######## block 1 ########
[src/rtl/add_seq_pkg.sv]
// ============================================================================
// add_seq_pkg : shared types for the multi-word add/sub sequencer
// Rev 1.0
// ============================================================================
`default_nettype none

package add_seq_pkg;

  localparam int WORD_W = 16;

  typedef enum logic [0:0] {
    IDLE = 1'b0,
    RUN  = 1'b1
  } state_e;

  typedef struct packed {
    logic c;
    logic v;
    logic z;
    logic s;
    logic p;
  } flags_t;

endpackage

`default_nettype wire

[src/rtl/add16_slice.sv]
// ============================================================================
// add16_slice : combinational 16-bit adder slice with carry into MSB
// Rev 1.0
// ============================================================================
`default_nettype none

module add16_slice
  import add_seq_pkg::*;
(
  input  logic [WORD_W-1:0] a,
  input  logic [WORD_W-1:0] b,
  input  logic              cin,
  output logic [WORD_W-1:0] s,
  output logic              cout,
  output logic              cin_msb
);

  assign {cout, s} = {1'b0, a} + {1'b0, b} + {{WORD_W{1'b0}}, cin};
  // Carry into the top bit recovered from the sum bit, avoiding a second adder.
  assign cin_msb = s[WORD_W-1] ^ a[WORD_W-1] ^ b[WORD_W-1];

endmodule

`default_nettype wire

[src/rtl/add_seq_multiword.sv]
// ============================================================================
// add_seq_multiword : WORDS x 16-bit add/sub, one word per cycle, LS first.
// Optional macro ADD_SEQ_CIN_EN adds a cin port (initial carry = cin ^ sub).
// Rev 1.0
// ============================================================================
`default_nettype none

module add_seq_multiword
  import add_seq_pkg::*;
#(
  parameter int WORDS = 4
) (
  input  logic                   clk,
  input  logic                   rst_n,
  input  logic                   start,
  input  logic                   sub,
`ifdef ADD_SEQ_CIN_EN
  input  logic                   cin,
`endif
  input  logic [WORDS*WORD_W-1:0] op_a,
  input  logic [WORDS*WORD_W-1:0] op_b,
  output logic                   busy,
  output logic                   done,
  output logic [WORDS*WORD_W-1:0] sum,
  output logic                   carry,
  output logic                   overflow,
  output logic                   zero,
  output logic                   sign,
  output logic                   parity
);

  localparam int N     = WORDS * WORD_W;
  localparam int IDX_W = (WORDS > 1) ? $clog2(WORDS) : 1;
  localparam logic [IDX_W-1:0] LAST_IDX = IDX_W'(WORDS - 1);

  state_e           state_q, state_d;
  logic [IDX_W-1:0] idx_q, idx_d;
  logic [N-1:0]     a_q, a_d, b_q, b_d;
  logic [N-1:0]     work_q, work_d, sum_q, sum_d;
  logic             sub_q, sub_d, c_q, c_d, done_q, done_d;
  flags_t           flags_q, flags_d;

  logic              cin0;
  logic [WORD_W-1:0] slice_a, slice_b, slice_s;
  logic              slice_cout, slice_cin_msb;

`ifdef ADD_SEQ_CIN_EN
  assign cin0 = cin ^ sub;
`else
  assign cin0 = sub;
`endif

  assign slice_a = a_q[idx_q*WORD_W +: WORD_W];
  assign slice_b = b_q[idx_q*WORD_W +: WORD_W] ^ {WORD_W{sub_q}};

  add16_slice u_slice (
    .a       (slice_a),
    .b       (slice_b),
    .cin     (c_q),
    .s       (slice_s),
    .cout    (slice_cout),
    .cin_msb (slice_cin_msb)
  );

  always_comb begin
    state_d = state_q;
    idx_d   = idx_q;
    a_d     = a_q;
    b_d     = b_q;
    sub_d   = sub_q;
    c_d     = c_q;
    work_d  = work_q;
    sum_d   = sum_q;
    flags_d = flags_q;
    done_d  = 1'b0;

    case (state_q)
      IDLE: begin
        if (start) begin
          a_d     = op_a;
          b_d     = op_b;
          sub_d   = sub;
          c_d     = cin0;
          idx_d   = '0;
          state_d = RUN;
        end
      end
      RUN: begin
        work_d[idx_q*WORD_W +: WORD_W] = slice_s;
        c_d   = slice_cout;
        idx_d = idx_q + 1'b1;
        // Publish only the complete result so outputs never expose partial words.
        if (idx_q == LAST_IDX) begin
          state_d   = IDLE;
          idx_d     = '0;
          sum_d     = work_d;
          flags_d.c = slice_cout;
          flags_d.v = slice_cin_msb ^ slice_cout;
          flags_d.z = ~|work_d;
          flags_d.s = work_d[N-1];
          flags_d.p = ^work_d;
          done_d    = 1'b1;
        end
      end
      default: state_d = IDLE;
    endcase
  end

  always_ff @(posedge clk or negedge rst_n) begin
    if (!rst_n) begin
      state_q <= IDLE;
      idx_q   <= '0;
      a_q     <= '0;
      b_q     <= '0;
      sub_q   <= 1'b0;
      c_q     <= 1'b0;
      work_q  <= '0;
      sum_q   <= '0;
      flags_q <= '0;
      done_q  <= 1'b0;
    end else begin
      state_q <= state_d;
      idx_q   <= idx_d;
      a_q     <= a_d;
      b_q     <= b_d;
      sub_q   <= sub_d;
      c_q     <= c_d;
      work_q  <= work_d;
      sum_q   <= sum_d;
      flags_q <= flags_d;
      done_q  <= done_d;
    end
  end

  assign busy     = (state_q == RUN);
  assign done     = done_q;
  assign sum      = sum_q;
  assign carry    = flags_q.c;
  assign overflow = flags_q.v;
  assign zero     = flags_q.z;
  assign sign     = flags_q.s;
  assign parity   = flags_q.p;

endmodule

`default_nettype wire

[config.mk]
export PLATFORM = sky130hd
export DESIGN_NAME = add_seq_multiword
export DESIGN_NICKNAME = d
export VERILOG_FILES = /design/src/rtl/add_seq_pkg.sv /design/src/rtl/add16_slice.sv /design/src/rtl/add_seq_multiword.sv
export SDC_FILE = /design/constraint.sdc
export NUM_CORES = 1
export LEC_CHECK = 0
export CAP_MARGIN = 20
export CORE_MARGIN = 3
export CORE_UTILIZATION = 50
export CTS_CLUSTER_DIAMETER = 200
export DETAILED_ROUTE_END_ITERATION = 6
export GPL_TIMING_DRIVEN = 0
export MAX_ROUTING_LAYER = met4
export PLACE_DENSITY = 0.75
export SLEW_MARGIN = 0
export SYNTH_ARGS = -nofsm -noshare
export SYNTH_HDL_FRONTEND = slang
export SYNTH_SLANG_ARGS = --single-unit
[constraint.sdc]
create_clock -name clk -period 11.39 [get_ports clk]
set_clock_uncertainty 0.2 [all_clocks]
set_input_delay 2.278 -clock clk [delete_from_list [all_inputs] [get_ports clk]]
set_output_delay 2.278 -clock clk [all_outputs]
set_load 0.005 [all_outputs]
######## block 2 ########
[config.mk]
export PLATFORM = sky130hd
export DESIGN_NAME = id_ex_operand_stage
export DESIGN_NICKNAME = d
export VERILOG_FILES = /design/src/rtl/mips_pkg.sv /design/src/rtl/alu_control_decoder.sv /design/src/rtl/id_ex_operand_stage.sv
export SDC_FILE = /design/constraint.sdc
export NUM_CORES = 1
export LEC_CHECK = 0
export ABC_AREA = 1
export CORE_MARGIN = 2
export CORE_UTILIZATION = 45
export DETAILED_ROUTE_END_ITERATION = 10
export PLACE_DENSITY = 0.87
export SYNTH_ARGS = -nofsm -noshare
export SYNTH_HDL_FRONTEND = slang
export SYNTH_HIERARCHICAL = 1
export SYNTH_SLANG_ARGS = --single-unit
export TNS_END_PERCENT = 5
[constraint.sdc]
create_clock -name Clk -period 6.4 [get_ports Clk]
set_input_delay 1.92 -clock Clk [delete_from_list [all_inputs] [get_ports Clk]]
set_output_delay 1.92 -clock Clk [all_outputs]
set_load 0.01 [all_outputs]
[src/rtl/mips_pkg.sv]
// Shared MIPS pipeline encodings: ALU control codes, ALUOp codes, R-type funct codes
// and the control word loaded into ID/EX when a bubble is inserted.
package mips_pkg;

    localparam logic [3:0] ALUCTL_AND = 4'd0;
    localparam logic [3:0] ALUCTL_OR  = 4'd1;
    localparam logic [3:0] ALUCTL_ADD = 4'd2;
    localparam logic [3:0] ALUCTL_NOR = 4'd3;
    localparam logic [3:0] ALUCTL_XOR = 4'd4;
    localparam logic [3:0] ALUCTL_SUB = 4'd6;
    localparam logic [3:0] ALUCTL_SLT = 4'd7;
    localparam logic [3:0] ALUCTL_DEC = 4'd8;
    localparam logic [3:0] ALUCTL_MUL = 4'd9;

    localparam logic [2:0] ALUOP_ADD   = 3'b000;
    localparam logic [2:0] ALUOP_SUB   = 3'b001;
    localparam logic [2:0] ALUOP_RTYPE = 3'b010;
    localparam logic [2:0] ALUOP_AND   = 3'b011;
    localparam logic [2:0] ALUOP_OR    = 3'b100;
    localparam logic [2:0] ALUOP_XOR   = 3'b101;
    localparam logic [2:0] ALUOP_SLT   = 3'b110;
    localparam logic [2:0] ALUOP_MUL   = 3'b111;

    localparam logic [5:0] FUNCT_ADD  = 6'h20;
    localparam logic [5:0] FUNCT_ADDU = 6'h21;
    localparam logic [5:0] FUNCT_SUB  = 6'h22;
    localparam logic [5:0] FUNCT_SUBU = 6'h23;
    localparam logic [5:0] FUNCT_AND  = 6'h24;
    localparam logic [5:0] FUNCT_OR   = 6'h25;
    localparam logic [5:0] FUNCT_XOR  = 6'h26;
    localparam logic [5:0] FUNCT_NOR  = 6'h27;
    localparam logic [5:0] FUNCT_SLT  = 6'h2A;

    typedef struct packed {
        logic       alu_src;
        logic       reg_dst;
        logic       reg_write;
        logic       mem_read;
        logic       mem_write;
        logic       mem_to_reg;
        logic       illegal;
        logic [3:0] alu_ctl;
    } ex_ctrl_t;

    localparam ex_ctrl_t EX_CTRL_BUBBLE = '{
        alu_src:    1'b0,
        reg_dst:    1'b0,
        reg_write:  1'b0,
        mem_read:   1'b0,
        mem_write:  1'b0,
        mem_to_reg: 1'b0,
        illegal:    1'b0,
        alu_ctl:    ALUCTL_ADD
    };

    // Instructions that actually consume rt as a register operand (R-type, SUB-compare, MUL, stores).
    function automatic logic needs_rt(input logic [2:0] alu_op, input logic mem_write);
        return (alu_op == ALUOP_RTYPE) | (alu_op == ALUOP_SUB) |
               (alu_op == ALUOP_MUL) | mem_write;
    endfunction

endpackage

[src/rtl/alu_control_decoder.sv]
// Combinational ALUOp/funct to 4-bit ALU control decode; flags undecodable R-type funct codes.
module alu_control_decoder
    import mips_pkg::*;
(
    input  logic [2:0] alu_op_i,
    input  logic [5:0] funct_i,
    output logic [3:0] alu_ctl_o,
    output logic       illegal_o
);

    // Decode ALUOp directly, falling through to the funct field for R-type.
    always_comb begin
        alu_ctl_o = ALUCTL_ADD;
        illegal_o = 1'b0;
        case (alu_op_i)
            ALUOP_ADD: alu_ctl_o = ALUCTL_ADD;
            ALUOP_SUB: alu_ctl_o = ALUCTL_SUB;
            ALUOP_AND: alu_ctl_o = ALUCTL_AND;
            ALUOP_OR:  alu_ctl_o = ALUCTL_OR;
            ALUOP_XOR: alu_ctl_o = ALUCTL_XOR;
            ALUOP_SLT: alu_ctl_o = ALUCTL_SLT;
            ALUOP_MUL: alu_ctl_o = ALUCTL_MUL;
            ALUOP_RTYPE: begin
                case (funct_i)
                    FUNCT_ADD, FUNCT_ADDU: alu_ctl_o = ALUCTL_ADD;
                    FUNCT_SUB, FUNCT_SUBU: alu_ctl_o = ALUCTL_SUB;
                    FUNCT_AND:             alu_ctl_o = ALUCTL_AND;
                    FUNCT_OR:              alu_ctl_o = ALUCTL_OR;
                    FUNCT_XOR:             alu_ctl_o = ALUCTL_XOR;
                    FUNCT_NOR:             alu_ctl_o = ALUCTL_NOR;
                    FUNCT_SLT:             alu_ctl_o = ALUCTL_SLT;
                    default: begin
                        alu_ctl_o = ALUCTL_ADD;
                        illegal_o = 1'b1;
                    end
                endcase
            end
            default: alu_ctl_o = ALUCTL_ADD;
        endcase
    end

endmodule

[src/rtl/id_ex_operand_stage.sv]
// ID/EX register bank feeding the ALU: operand forwarding from EX/MEM and MEM/WB,
// load-use hazard detection and bubble insertion on stall or flush.
module id_ex_operand_stage
    import mips_pkg::*;
#(
    parameter int DATA_W = 32,
    parameter int REG_AW = 5
) (
    input  logic              Clk,
    input  logic              Rst,
    input  logic [REG_AW-1:0] IdRs,
    input  logic [REG_AW-1:0] IdRt,
    input  logic [REG_AW-1:0] IdRd,
    input  logic [DATA_W-1:0] IdReadData1,
    input  logic [DATA_W-1:0] IdReadData2,
    input  logic [DATA_W-1:0] IdImm,
    input  logic [5:0]        IdFunct,
    input  logic [2:0]        IdALUOp,
    input  logic              IdALUSrc,
    input  logic              IdRegDst,
    input  logic              IdRegWrite,
    input  logic              IdMemRead,
    input  logic              IdMemWrite,
    input  logic              IdMemToReg,
    input  logic              Flush,
    input  logic              ExMemRegWrite,
    input  logic [REG_AW-1:0] ExMemRd,
    input  logic [DATA_W-1:0] ExMemResult,
    input  logic              MemWbRegWrite,
    input  logic [REG_AW-1:0] MemWbRd,
    input  logic [DATA_W-1:0] MemWbData,
    output logic [DATA_W-1:0] A,
    output logic [DATA_W-1:0] B,
    output logic [3:0]        ALUControl,
    output logic [DATA_W-1:0] StoreData,
    output logic [REG_AW-1:0] ExDestReg,
    output logic              ExRegWrite,
    output logic              ExMemRead,
    output logic              ExMemWrite,
    output logic              ExMemToReg,
    output logic              IllegalOp,
    output logic              Stall
);

    localparam logic [REG_AW-1:0] REG_ZERO  = {REG_AW{1'b0}};
    localparam logic [DATA_W-1:0] DATA_ZERO = {DATA_W{1'b0}};

    ex_ctrl_t          ctrl_q, ctrl_d;
    logic [REG_AW-1:0] rs_q, rs_d, rt_q, rt_d, rd_q, rd_d;
    logic [DATA_W-1:0] rd1_q, rd1_d, rd2_q, rd2_d, imm_q, imm_d;
    logic [3:0]        dec_ctl_s;
    logic              dec_illegal_s;
    logic              stall_s;
    logic [DATA_W-1:0] fwd_rs_s, fwd_rt_s;

    alu_control_decoder u_alu_control_decoder (
        .alu_op_i  (IdALUOp),
        .funct_i   (IdFunct),
        .alu_ctl_o (dec_ctl_s),
        .illegal_o (dec_illegal_s)
    );

    // Load-use hazard: the load in EX writes a register the ID instruction reads.
    always_comb begin
        stall_s = 1'b0;
        if (ctrl_q.mem_read && (rt_q != REG_ZERO)) begin
            stall_s = (rt_q == IdRs) || ((rt_q == IdRt) && needs_rt(IdALUOp, IdMemWrite));
        end else begin
            stall_s = 1'b0;
        end
    end

    // Next EX contents: a bubble on flush or stall, otherwise the decoded ID instruction.
    always_comb begin
        ctrl_d = EX_CTRL_BUBBLE;
        rs_d   = REG_ZERO;
        rt_d   = REG_ZERO;
        rd_d   = REG_ZERO;
        rd1_d  = DATA_ZERO;
        rd2_d  = DATA_ZERO;
        imm_d  = DATA_ZERO;
        if (Flush || stall_s) begin
            ctrl_d = EX_CTRL_BUBBLE;
        end else begin
            ctrl_d.alu_src    = IdALUSrc;
            ctrl_d.reg_dst    = IdRegDst;
            ctrl_d.reg_write  = IdRegWrite;
            ctrl_d.mem_read   = IdMemRead;
            ctrl_d.mem_write  = IdMemWrite;
            ctrl_d.mem_to_reg = IdMemToReg;
            ctrl_d.illegal    = dec_illegal_s;
            ctrl_d.alu_ctl    = dec_ctl_s;
            rs_d  = IdRs;
            rt_d  = IdRt;
            rd_d  = IdRd;
            rd1_d = IdReadData1;
            rd2_d = IdReadData2;
            imm_d = IdImm;
        end
    end

    // ID/EX register bank; reset leaves a clean bubble.
    always_ff @(posedge Clk or posedge Rst) begin
        if (Rst) begin
            ctrl_q <= EX_CTRL_BUBBLE;
            rs_q   <= REG_ZERO;
            rt_q   <= REG_ZERO;
            rd_q   <= REG_ZERO;
            rd1_q  <= DATA_ZERO;
            rd2_q  <= DATA_ZERO;
            imm_q  <= DATA_ZERO;
        end else begin
            ctrl_q <= ctrl_d;
            rs_q   <= rs_d;
            rt_q   <= rt_d;
            rd_q   <= rd_d;
            rd1_q  <= rd1_d;
            rd2_q  <= rd2_d;
            imm_q  <= imm_d;
        end
    end

    // Operand forwarding; the younger EX/MEM result wins and $0 always reads its register value.
    always_comb begin
        fwd_rs_s = rd1_q;
        fwd_rt_s = rd2_q;
        if (ExMemRegWrite && (ExMemRd == rs_q) && (rs_q != REG_ZERO)) begin
            fwd_rs_s = ExMemResult;
        end else if (MemWbRegWrite && (MemWbRd == rs_q) && (rs_q != REG_ZERO)) begin
            fwd_rs_s = MemWbData;
        end else begin
            fwd_rs_s = rd1_q;
        end
        if (ExMemRegWrite && (ExMemRd == rt_q) && (rt_q != REG_ZERO)) begin
            fwd_rt_s = ExMemResult;
        end else if (MemWbRegWrite && (MemWbRd == rt_q) && (rt_q != REG_ZERO)) begin
            fwd_rt_s = MemWbData;
        end else begin
            fwd_rt_s = rd2_q;
        end
    end

    assign A          = fwd_rs_s;
    assign B          = ctrl_q.alu_src ? imm_q : fwd_rt_s;
    assign StoreData  = fwd_rt_s;
    assign ALUControl = ctrl_q.alu_ctl;
    assign ExDestReg  = ctrl_q.reg_dst ? rd_q : rt_q;
    assign ExRegWrite = ctrl_q.reg_write;
    assign ExMemRead  = ctrl_q.mem_read;
    assign ExMemWrite = ctrl_q.mem_write;
    assign ExMemToReg = ctrl_q.mem_to_reg;
    assign IllegalOp  = ctrl_q.illegal;
    assign Stall      = stall_s;

endmodule
######## block 3 ########
`config.mk`:
```
export PLATFORM = sky130hd
export DESIGN_NAME = dat_tx_framer
export DESIGN_NICKNAME = d
export VERILOG_FILES = /design/src/rtl/sd_dat_pkg.sv /design/src/rtl/sd_crc16.sv /design/src/rtl/dat_tx_framer.sv
export SDC_FILE = /design/constraint.sdc
export NUM_CORES = 1
export LEC_CHECK = 0
export CAP_MARGIN = 20
export CORE_ASPECT_RATIO = 2
export CORE_MARGIN = 2
export CORE_UTILIZATION = 55
export DETAILED_ROUTE_END_ITERATION = 6
export PLACE_DENSITY = 0.74
export SKIP_LAST_GASP = 1
export SLEW_MARGIN = 20
export SYNTH_ARGS = -nofsm -noshare
export SYNTH_HDL_FRONTEND = slang
export SYNTH_SLANG_ARGS = --single-unit
```
`constraint.sdc`:
```
create_clock -name sd_clock -period 4.65 [get_ports sd_clock]
set_input_delay 0.93 -clock sd_clock [delete_from_list [all_inputs] [get_ports sd_clock]]
set_output_delay 0.93 -clock sd_clock [all_outputs]
set_load 0.005 [all_outputs]
```
`src/rtl/sd_dat_pkg.sv`:
```
// Shared types and constants for the SD DAT write path (framer + per-line CRC16).
package sd_dat_pkg;

  typedef enum logic [3:0] {
    ST_IDLE  = 4'd0,
    ST_PREP  = 4'd1,
    ST_START = 4'd2,
    ST_DATA  = 4'd3,
    ST_CRC   = 4'd4,
    ST_END   = 4'd5,
    ST_TURN  = 4'd6,
    ST_TOKEN = 4'd7,
    ST_BUSY  = 4'd8
  } dat_state_t;

  localparam logic [15:0] CRC16_POLY    = 16'h1021;
  localparam logic [2:0]  TOKEN_OK      = 3'b010;
  localparam logic [2:0]  TOKEN_CRC_ERR = 3'b101;
  localparam int          CRC_LEN       = 16;

  // One serial CRC16-CCITT step, message bit applied MSB-first.
  function automatic logic [15:0] crc16_step(input logic [15:0] crc, input logic din);
    logic fb;
    fb = crc[15] ^ din;
    return {crc[14:0], 1'b0} ^ (fb ? CRC16_POLY : 16'h0000);
  endfunction

endpackage

```
`src/rtl/sd_crc16.sv`:
```
// Serial 1-bit CRC16-CCITT accumulator for one DAT line; seed is zero.
module sd_crc16
  import sd_dat_pkg::*;
(
  input  logic        sd_clock,
  input  logic        reset,
  input  logic        clear,
  input  logic        enable,
  input  logic        din,
  output logic [15:0] crc
);

  // Clear wins over enable so a new block always starts from the zero seed.
  always_ff @(posedge sd_clock or posedge reset) begin
    if (reset) begin
      crc <= '0;
    end else if (clear) begin
      crc <= '0;
    end else if (enable) begin
      crc <= crc16_step(crc, din);
    end
  end

endmodule

```
`src/rtl/dat_tx_framer.sv`:
```
// Write-direction DAT framer: pulls one block of nibbles from the serializer,
// sends start bit / data / per-line CRC16 / end bit, then checks the card's
// CRC-status token on DAT0 and waits out busy.
//
// state    | meaning
// ---------+---------------------------------------------------------------
// IDLE     | bus released, waiting for start
// PREP     | serializer pipeline fill (SER_LAT-1 cycles, skipped if SER_LAT=1)
// START    | drive start bit (all lines 0) for one cycle
// DATA     | drive one captured nibble per cycle, CRCs accumulate
// CRC      | drive 16 CRC bits per line, MSB first
// END      | drive end bit (all lines 1)
// TURN     | release the bus, arm the token timeout
// TOKEN    | wait for token start bit, then 3 status bits and the end bit
// BUSY     | wait for DAT0 high, then pulse done
module dat_tx_framer
  import sd_dat_pkg::*;
#(
  parameter int BLOCK_BYTES    = 512,
  parameter int DAT_W          = 4,
  parameter int SER_LAT        = 1,
  parameter int STATUS_TIMEOUT = 8
) (
  input  logic             sd_clock,
  input  logic             reset,
  input  logic             start,
  input  logic [DAT_W-1:0] ser_data,
  output logic             ser_req,
  output logic [DAT_W-1:0] dat_out,
  output logic             dat_oe,
  input  logic [DAT_W-1:0] dat_in,
  output logic             busy,
  output logic             done,
  output logic             crc_ok,
  output logic             tout
);

  localparam int NIBBLES  = 2 * BLOCK_BYTES;
  localparam int NIB_W    = (NIBBLES > 1) ? $clog2(NIBBLES) : 1;
  localparam int PREP_CYC = (SER_LAT > 1) ? SER_LAT - 1 : 1;
  localparam int PREP_W   = (PREP_CYC > 1) ? $clog2(PREP_CYC) : 1;
  localparam int TMR_W    = (STATUS_TIMEOUT > 1) ? $clog2(STATUS_TIMEOUT) : 1;

  dat_state_t        state;
  logic [NIB_W-1:0]  req_cnt;
  logic [NIB_W-1:0]  nib_cnt;
  logic [3:0]        bit_cnt;
  logic [PREP_W-1:0] prep_cnt;
  logic [TMR_W-1:0]  tmr;
  logic              tok_seen;
  logic [1:0]        tok_cnt;
  logic [2:0]        tok_sr;
  logic              tok_good;

  logic              launch;
  logic              crc_en;
  logic [15:0]       crc_q [DAT_W];
  logic [DAT_W-1:0]  crc_bit;
  logic              unused_dat_in;

  // Only DAT0 carries the token and busy; the other lines are don't-care.
  assign unused_dat_in = ^dat_in;

  // A start coinciding with the done pulse is dropped so the CCF sees a clean handshake.
  assign launch = (state == ST_IDLE) && start && !done;
  assign crc_en = (state == ST_DATA);

  for (genvar g = 0; g < DAT_W; g++) begin : g_line
    sd_crc16 u_crc (
      .sd_clock (sd_clock),
      .reset    (reset),
      .clear    (launch),
      .enable   (crc_en),
      .din      (ser_data[g]),
      .crc      (crc_q[g])
    );
    assign crc_bit[g] = crc_q[g][bit_cnt];
  end

  // ser_req window: exactly NIBBLES consecutive cycles from launch, timed independently of SER_LAT.
  always_ff @(posedge sd_clock or posedge reset) begin
    if (reset) begin
      ser_req <= 1'b0;
      req_cnt <= '0;
    end else if (launch) begin
      ser_req <= 1'b1;
      req_cnt <= NIB_W'(NIBBLES - 1);
    end else if (ser_req) begin
      if (req_cnt == '0) begin
        ser_req <= 1'b0;
      end else begin
        req_cnt <= req_cnt - NIB_W'(1);
      end
    end
  end

  // Frame sequencer; every output is registered here.
  always_ff @(posedge sd_clock or posedge reset) begin
    if (reset) begin
      state    <= ST_IDLE;
      dat_out  <= '1;
      dat_oe   <= 1'b0;
      busy     <= 1'b0;
      done     <= 1'b0;
      crc_ok   <= 1'b0;
      tout     <= 1'b0;
      nib_cnt  <= '0;
      bit_cnt  <= '0;
      prep_cnt <= '0;
      tmr      <= '0;
      tok_seen <= 1'b0;
      tok_cnt  <= '0;
      tok_sr   <= '0;
      tok_good <= 1'b0;
    end else begin
      done <= 1'b0;
      case (state)
        ST_IDLE: begin
          if (launch) begin
            busy     <= 1'b1;
            crc_ok   <= 1'b0;
            tout     <= 1'b0;
            tok_good <= 1'b0;
            prep_cnt <= PREP_W'(PREP_CYC - 1);
            state    <= (SER_LAT > 1) ? ST_PREP : ST_START;
          end
        end

        ST_PREP: begin
          if (prep_cnt == '0) begin
            state <= ST_START;
          end else begin
            prep_cnt <= prep_cnt - PREP_W'(1);
          end
        end

        ST_START: begin
          dat_oe  <= 1'b1;
          dat_out <= '0;
          nib_cnt <= '0;
          state   <= ST_DATA;
        end

        ST_DATA: begin
          dat_out <= ser_data;
          if (nib_cnt == NIB_W'(NIBBLES - 1)) begin
            nib_cnt <= '0;
            bit_cnt <= 4'(CRC_LEN - 1);
            state   <= ST_CRC;
          end else begin
            nib_cnt <= nib_cnt + NIB_W'(1);
          end
        end

        // bit_cnt counts down 15..0, which is also the CRC bit index sent this cycle.
        ST_CRC: begin
          dat_out <= crc_bit;
          if (bit_cnt == 4'd0) begin
            state <= ST_END;
          end else begin
            bit_cnt <= bit_cnt - 4'd1;
          end
        end

        ST_END: begin
          dat_out <= '1;
          state   <= ST_TURN;
        end

        ST_TURN: begin
          dat_oe   <= 1'b0;
          tmr      <= TMR_W'(STATUS_TIMEOUT - 1);
          tok_seen <= 1'b0;
          tok_cnt  <= '0;
          tok_sr   <= '0;
          state    <= ST_TOKEN;
        end

        // Start bit seen on the last allowed sample still counts as a token.
        ST_TOKEN: begin
          if (!tok_seen) begin
            if (!dat_in[0]) begin
              tok_seen <= 1'b1;
              tok_cnt  <= '0;
            end else if (tmr == '0) begin
              done   <= 1'b1;
              tout   <= 1'b1;
              crc_ok <= 1'b0;
              busy   <= 1'b0;
              state  <= ST_IDLE;
            end else begin
              tmr <= tmr - TMR_W'(1);
            end
          end else if (tok_cnt == 2'd3) begin
            tok_good <= (tok_sr == TOKEN_OK) && dat_in[0];
            state    <= ST_BUSY;
          end else begin
            tok_sr  <= {tok_sr[1:0], dat_in[0]};
            tok_cnt <= tok_cnt + 2'd1;
          end
        end

        ST_BUSY: begin
          if (dat_in[0]) begin
            done   <= 1'b1;
            crc_ok <= tok_good;
            tout   <= 1'b0;
            busy   <= 1'b0;
            state  <= ST_IDLE;
          end
        end

        default: begin
          state <= ST_IDLE;
        end
      endcase
    end
  end

endmodule

```
######## block 4 ########
### src/rtl/fp_pkg.sv
// Shared floating-point field widths, operand classes and a classify helper.
// Latency: none (declarations and combinational helper only).
// Backpressure: not applicable.
package fp_pkg;

    localparam int EXP_W = 8;
    localparam int MAN_W = 23;
    localparam int W     = 1 + EXP_W + MAN_W;

    // All-ones exponent: reserved for infinity and NaN.
    localparam logic [EXP_W-1:0] EXP_MAX = '1;

    typedef enum logic [1:0] {
        FP_ZERO,
        FP_NORM,
        FP_INF,
        FP_NAN
    } fp_class_t;

    // Classify a default-width operand; zero and denormal share FP_ZERO.
    function automatic fp_class_t fp_classify(input logic [EXP_W-1:0] exp,
                                              input logic [MAN_W-1:0] man);
        fp_class_t cls;
        if (exp == '0) begin
            cls = FP_ZERO;
        end else if (exp == EXP_MAX) begin
            cls = (man == '0) ? FP_INF : FP_NAN;
        end else begin
            cls = FP_NORM;
        end
        return cls;
    endfunction

endpackage

### src/rtl/fp_classify_exp.sv
// First-stage decode: operand class plus the shifted exponent, two bits wider.
// Latency: combinational, registered by the parent into S1.
// Backpressure: none here; the parent gates capture with its stage enable.
module fp_classify_exp #(
    parameter int EXP_W = 8,
    parameter int MAN_W = 23,
    parameter int SH_W  = 4
) (
    input  logic [EXP_W-1:0]        i_exp,
    input  logic [MAN_W-1:0]        i_man,
    input  logic [SH_W-1:0]         i_shift,
    output fp_pkg::fp_class_t       o_cls,
    output logic signed [EXP_W+1:0] o_e_new
);
    import fp_pkg::*;

    localparam int EW = EXP_W + 2;

    logic signed [EW-1:0] w_shift_ext;
    logic signed [EW-1:0] w_exp_ext;

    // Keep two guard bits so overflow and negative exponents survive to the compare.
    assign w_shift_ext = EW'($signed(i_shift));
    assign w_exp_ext   = $signed({2'b00, i_exp});
    assign o_e_new     = w_exp_ext + w_shift_ext;

    // Width-generic classification; denormals fold into the zero class.
    always_comb begin
        o_cls = FP_NORM;
        if (i_exp == '0) begin
            o_cls = FP_ZERO;
        end else if (&i_exp) begin
            o_cls = (i_man == '0) ? FP_INF : FP_NAN;
        end
    end

endmodule

### src/rtl/fp_pow2_scale_pipe.sv
// Scales an IEEE-style operand by +/-2^shift with flush-to-zero and saturation.
// Latency: 2 cycles accepted-input to out_valid; 1 result per cycle.
// Backpressure: one global enable stalls both stages; in_ready = ~out_valid | out_ready.
module fp_pow2_scale_pipe #(
    parameter  int EXP_W = 8,
    parameter  int MAN_W = 23,
    parameter  int SH_W  = 4,
    localparam int W     = 1 + EXP_W + MAN_W
) (
    input  logic            clk,
    input  logic            rst,
    input  logic            in_valid,
    output logic            in_ready,
    input  logic [W-1:0]    a,
    input  logic [SH_W-1:0] shift,
    input  logic            negate,
    output logic            out_valid,
    input  logic            out_ready,
    output logic [W-1:0]    y,
    output logic            y_uf,
    output logic            y_of,
    input  logic            flag_clr,
    output logic            sticky_uf,
    output logic            sticky_of,
    output logic            sticky_nan
);
    import fp_pkg::*;

    localparam logic signed [EXP_W+1:0] E_ZERO = '0;
    localparam logic signed [EXP_W+1:0] E_TOP  = {2'b00, {EXP_W{1'b1}}};

    logic                    w_en;
    fp_class_t               w_cls;
    logic signed [EXP_W+1:0] w_e_new;
    logic [W-1:0]            w_y;
    logic                    w_uf;
    logic                    w_of;
    logic                    w_nan;

    logic                    r_s1_vld;
    logic [W-1:0]            r_s1_a;
    logic                    r_s1_s;
    fp_class_t               r_s1_cls;
    logic signed [EXP_W+1:0] r_s1_e_new;

    logic                    r_s2_vld;
    logic [W-1:0]            r_y;
    logic                    r_uf;
    logic                    r_of;
    logic                    r_nan;

    logic                    r_sticky_uf;
    logic                    r_sticky_of;
    logic                    r_sticky_nan;

    assign w_en      = ~r_s2_vld | out_ready;
    assign in_ready  = w_en;
    assign out_valid = r_s2_vld;
    assign y         = r_y;
    assign y_uf      = r_uf;
    assign y_of      = r_of;
    assign sticky_uf  = r_sticky_uf;
    assign sticky_of  = r_sticky_of;
    assign sticky_nan = r_sticky_nan;

    fp_classify_exp #(
        .EXP_W (EXP_W),
        .MAN_W (MAN_W),
        .SH_W  (SH_W)
    ) u_decode (
        .i_exp   (a[W-2:MAN_W]),
        .i_man   (a[MAN_W-1:0]),
        .i_shift (shift),
        .o_cls   (w_cls),
        .o_e_new (w_e_new)
    );

    // S2 result selection from the decoded S1 operand.
    always_comb begin
        w_y   = r_s1_a;
        w_uf  = 1'b0;
        w_of  = 1'b0;
        w_nan = 1'b0;
        case (r_s1_cls)
            FP_NAN: begin
                // NaN passes through untouched, sign and payload included.
                w_nan = 1'b1;
            end
            FP_INF: begin
                w_y = {r_s1_s, {EXP_W{1'b1}}, {MAN_W{1'b0}}};
            end
            FP_ZERO: begin
                // Denormal inputs are flushed silently, not reported as underflow.
                w_y = {r_s1_s, {(EXP_W + MAN_W){1'b0}}};
            end
            default: begin
                if (r_s1_e_new <= E_ZERO) begin
                    w_y  = {r_s1_s, {(EXP_W + MAN_W){1'b0}}};
                    w_uf = 1'b1;
                end else if (r_s1_e_new >= E_TOP) begin
                    w_y  = {r_s1_s, {EXP_W{1'b1}}, {MAN_W{1'b0}}};
                    w_of = 1'b1;
                end else begin
                    w_y = {r_s1_s, r_s1_e_new[EXP_W-1:0], r_s1_a[MAN_W-1:0]};
                end
            end
        endcase
    end

    // Two-stage pipeline; both stages advance together only when the output can drain.
    always_ff @(posedge clk) begin
        if (rst) begin
            r_s1_vld   <= 1'b0;
            r_s1_a     <= '0;
            r_s1_s     <= 1'b0;
            r_s1_cls   <= FP_ZERO;
            r_s1_e_new <= '0;
            r_s2_vld   <= 1'b0;
            r_y        <= '0;
            r_uf       <= 1'b0;
            r_of       <= 1'b0;
            r_nan      <= 1'b0;
        end else if (w_en) begin
            r_s1_vld <= in_valid;
            if (in_valid) begin
                r_s1_a     <= a;
                r_s1_s     <= a[W-1] ^ negate;
                r_s1_cls   <= w_cls;
                r_s1_e_new <= w_e_new;
            end
            r_s2_vld <= r_s1_vld;
            if (r_s1_vld) begin
                r_y   <= w_y;
                r_uf  <= w_uf;
                r_of  <= w_of;
                r_nan <= w_nan;
            end
        end
    end

    // Sticky exception flags accumulate on output transfers; clear wins over set.
    always_ff @(posedge clk) begin
        if (rst || flag_clr) begin
            r_sticky_uf  <= 1'b0;
            r_sticky_of  <= 1'b0;
            r_sticky_nan <= 1'b0;
        end else if (r_s2_vld && out_ready) begin
            r_sticky_uf  <= r_sticky_uf  | r_uf;
            r_sticky_of  <= r_sticky_of  | r_of;
            r_sticky_nan <= r_sticky_nan | r_nan;
        end
    end

endmodule
### config.mk
export PLATFORM = sky130hd
export DESIGN_NAME = fp_pow2_scale_pipe
export DESIGN_NICKNAME = d
export VERILOG_FILES = /design/src/rtl/fp_pkg.sv /design/src/rtl/fp_classify_exp.sv /design/src/rtl/fp_pow2_scale_pipe.sv
export SDC_FILE = /design/constraint.sdc
export NUM_CORES = 1
export LEC_CHECK = 0
export ABC_AREA = 1
export CAP_MARGIN = 0
export CORE_ASPECT_RATIO = 2
export CORE_MARGIN = 1
export CORE_UTILIZATION = 53
export DETAILED_ROUTE_END_ITERATION = 6
export PLACE_DENSITY = 0.81
export SKIP_CTS_REPAIR_TIMING = 1
export SYNTH_ARGS = -nofsm -noshare
export SYNTH_HDL_FRONTEND = slang
export SYNTH_HIERARCHICAL = 1
export SYNTH_SLANG_ARGS = --single-unit
### constraint.sdc
create_clock -name clk -period 2.08 [get_ports clk]
set_input_delay 0.416 -clock clk [delete_from_list [all_inputs] [get_ports clk]]
set_output_delay 0.416 -clock clk [all_outputs]
set_load 0.01 [all_outputs]
Figure 1. Floorplan with the power grid (block 2).
Scale bar: 50 um. Pins as bars on the die edge. Tap cells in grey.
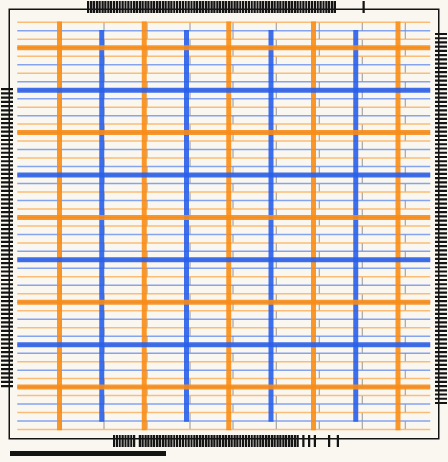
[orange] VSS
[blue] VDD
met1 rails: 49
rows: 48
signal pins: 316

==> results.tsv, block 2 <==
metric	value	unit
buffers added on ports	315	
post-route non-filler standard cell count	1572	
yosys stat chip area	7990	um^2
Inserted Clock Buffers	17	
wire length of the first global-routing pass	41600	um
number of hold buffers added after cts	0	
multi-input combinational gate total	639	
Final Cycle Share	96.4	%
proportion of synthesized area in mux cells	0	%
Area growth, synth to finish	47.1	%
vias in the first global route	8155	
number of failing setup endpoints in the final timing report	0	
xor-xnor portion of the synthesized cell area	1.21	%
required time of the critical path	4.48	ns
R2R setup slack	3.94	ns
Worst setup SP type	primary input	
final cell area excluding filler cells	11800	um^2
Max clock buf depth	2	
Detailed Route WL	27400	um
clock slew at the register clock pins of the worst setup and hold paths	0.05	ns
run status	finished clean	
area share of buffers outside the clock network	28.9	%
[block 2: per-layer routing]
layer,global-route usage (%),vias to the layer above,share of wire (%)
met2,49.8,483,49
met3,8.46,128,10
met1,32.0,3718,35
met5,0,-,0
li1,-,3692,-
met4,18.2,0,5.8
Figure 2. Metal 4 (block 4).
Cells faint in the background.
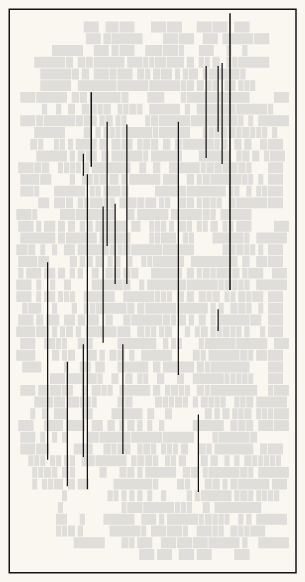
main direction: vertical
share of all routed wire: 4.4%

==> results.tsv, block 4 <==
metric	value	unit
net count of the mapped netlist	699	
crit path buf inv count	3	
worst setup path endpoint	in_ready	
max incr delay on CP	0.53	ns
share of layout cells above drive strength 1	8.75	%
count of flip-flops with a built-in enable after synthesis	0	
yosys stat chip area	4370	um^2
vias in the first global route	4460	
run status	finished clean	
worst path setup slack after routing	0.0781	ns
via-per-instance ratio	5.44	
classification of the worst-slack hold path	reg -> reg	
post-synthesis instance total	647	
total negative slack	0	ns
Worst setup SP type	primary input	
CP arrival	1.59	ns
Clock-cell share	6.09	%
Synth logic family	simple AND/OR/NAND/NOR gates	
# DRC	0	
RSZ-0062 raised after global routing	false	
Core Footprint	7940	um^2
Area growth, synth to finish	30.3	%
cell with the most instances after synthesis	nor2_1	
==> block 4: sequential cells by signal, summed over array words and instances (netlist names) <==
signal,cells
sticky_nan,1
sticky_of,1
r_s1_e_new,10
sticky_uf,1
r_nan,1
r_s1_s,1
r_s1_vld,1
y_uf,1
out_valid,1
y,32
y_of,1
r_s1_a,32
r_s1_cls,2
==> block 4: worst reg2reg max path, stage by stage (launching register included) <==
cell and delay (ns):
dfxtp_1 0.47, nor2_1 0.09, nand2_1 0.12, nor2_2 0.06
nor2_4 0.46, nand3_1 0.16, nand3_1 0.12, nand2_1 0.06
inv_1 0.04
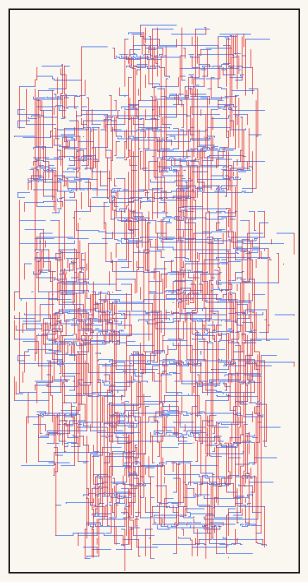
Figure 3: block 3, signal wires by layer.
Only two layers are drawn.
[blue] met1 | wire length: 4,930 um
[red] met2 | wire length: 6,960 um

==> results.tsv, block 3 <==
metric	value	unit
run status	finished clean	
buffers added on ports	17	
worst slack after detailed placement	1.45	ns
Root Buffer Master	clkbuf_16	
most used logic cell in the final layout	nand2_1	
leading cell types in the layout, fill and taps excluded	nand2_1, dfrtp_1, a21oi_1	
Inserted Clock Buffers	9	
post-placement cell count	737	
Detailed Route WL	12600	um
Min Hold Slack	0.510	ns
routed wirelength normalized by instance count	16.8	um
met3 track demand over resource	4.40	%
vertical die size	150	um
vias in the first global route	4681	
area share of buffers outside the clock network	3.40	%
Final Cycle Share	60.9	%
max incr delay on CP	0.66	ns
uppermost signal routing layer after detailed routing	met4	
share of cell area taken by flip-flops and latches	44.3	%
Cell area leaders	dfrtp_1, nand2_1, a21oi_1, mux4_2, mux2i_1	
overall routing resource usage	23.7	%
Final Slew Violations	0	
block 3: logic make-up (layout without fill, tap and decap cells):
group           Yosys count  count (layout)  share of synthesized area [%]
compound gates          152             152                           16.4
xor+xnor                 16              16                           2.40
fa+ha+maj                 6               6                           1.29
buf+inv                  53              51                           4.31
flops                   112             112                           48.1
mux                      25              25                           6.56
simple gates            253             253                           21.0
block 3: sequential cells by signal, summed over array words and instances, names as in the netlist, 2 cells and up:
register	count
tok_cnt	2
tok_sr	3
g_line.u_crc.crc	64
state	4
bit_cnt	4
nib_cnt	10
dat_out	4
req_cnt	10
tmr	3
Figure 4. A small window of the routed layout (block 1).
Region (113, 29) to (138, 54) um. Cells in grey, sequential cells in the stronger grey; small squares are vias.
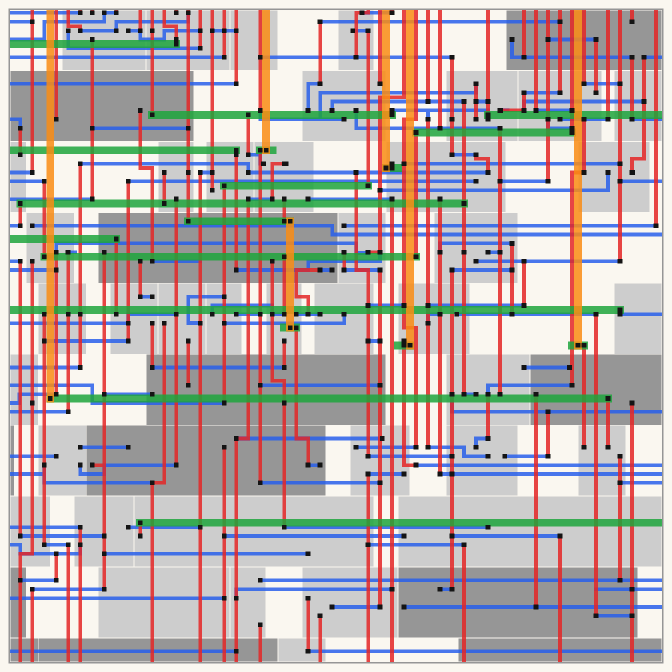
[red] met2
[blue] met1
[orange] met4
[green] met3
cells with their middle in the window: 41
netlist names of flops here include: work_q (7)
sequential cells in the window: 7
most frequent: dfrtp_1 (7)

Figure 5. Signal wires by layer (block 1).
Only two layers are drawn.
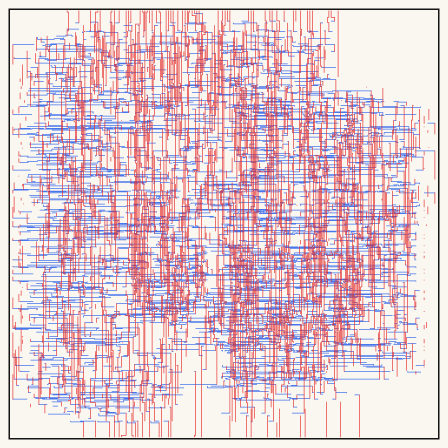
[blue] met1 | wire length: 14,300 um
[red] met2 | wire length: 16,900 um
overall routing resource usage: 26.1%
routed wirelength normalized by instance count: 21.4 um
via count: 9,600

==> results.tsv, block 1 <==
metric	value	unit
combinational gate area	5960	um^2
Cell area leaders	dfrtp_1, mux2_2, mux4_2, ha_1, o21ai_0	
required time of the critical path	11.59	ns
Root Buffer Master	clkbuf_16	
R2R setup slack	4.86	ns
Min Hold Slack	0.270	ns
Inserted Clock Buffers	28	
Dominant cell area share	51.3	%
leading cell types in the layout, fill and taps excluded	dfrtp_1, clkdlybuf4s50_1, mux2_2	
post-placement cell count	1598	
classification of the worst-slack hold path	reg -> reg	
worst setup path endpoint	parity$_DFFE_PN0P_	
CP arrival	6.73	ns
yosys cell count	1063	
Row Count	58	
max incr delay on CP	0.73	ns
uppermost signal routing layer after detailed routing	met4	
clock slew at the register clock pins of the worst setup and hold paths	0.06	ns
worst-path cell with the longest stage delay	a21boi_0	
family with the most delay on the worst path	AND-OR/OR-AND gates	
antenna fix cells	2	
number of failing setup endpoints in the final timing report	0	
run status	finished clean	
number of resized instances in the post-cts repair step	0	
count of flip-flops with a built-in enable after synthesis	0	
Final Cycle Share	57.3	%
[block 1: cells by family (layout without fill, tap and decap cells)]
family,Yosys count,in the layout,share of synthesized area (%)
flops,266,266,51.3
xor+xnor,59,59,4.35
mux,165,165,17.1
compound gates,247,247,12.3
fa+ha+maj,55,55,5.42
other cells,0,2,0
simple gates,192,192,6.77
buf+inv,79,337,2.71


==> notes/layouts.md <==
Pictures saved along the way, in no particular order.

Floorplan with the power grid.
picture 1
Scale bar: 20 um. Pins as bars on the die edge. Tap cells in grey.
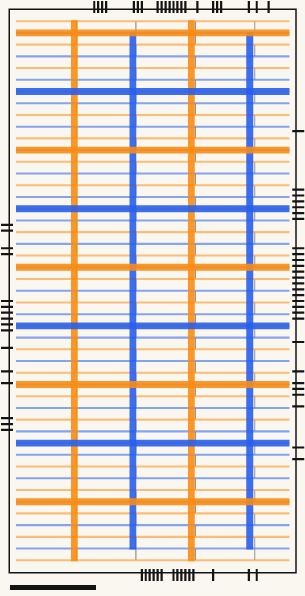
picture 2
Scale bar: 50 um. Pins as bars on the die edge. Tap cells in grey.
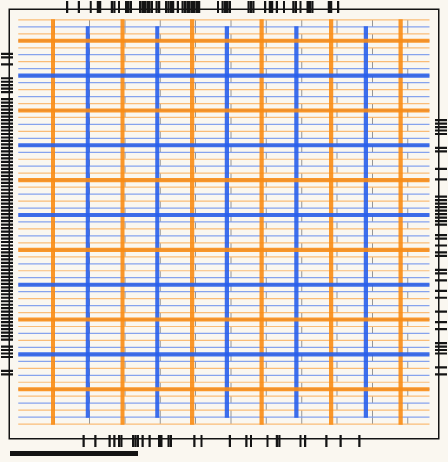
picture 3
Scale bar: 20 um. Pins as bars on the die edge. Tap cells in grey.
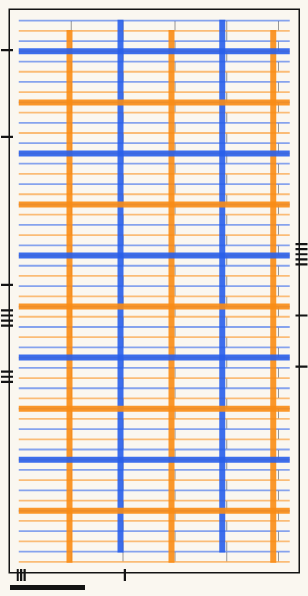
The one with the most pins is picture 2.
picture 1: block 4
picture 2: block 1
picture 3: block 3

Key to picture 2:
[orange] VSS
[blue] VDD
signal pins: 203
met1 rails: 59
rows: 58
tap cells: 330
met5 straps: 11

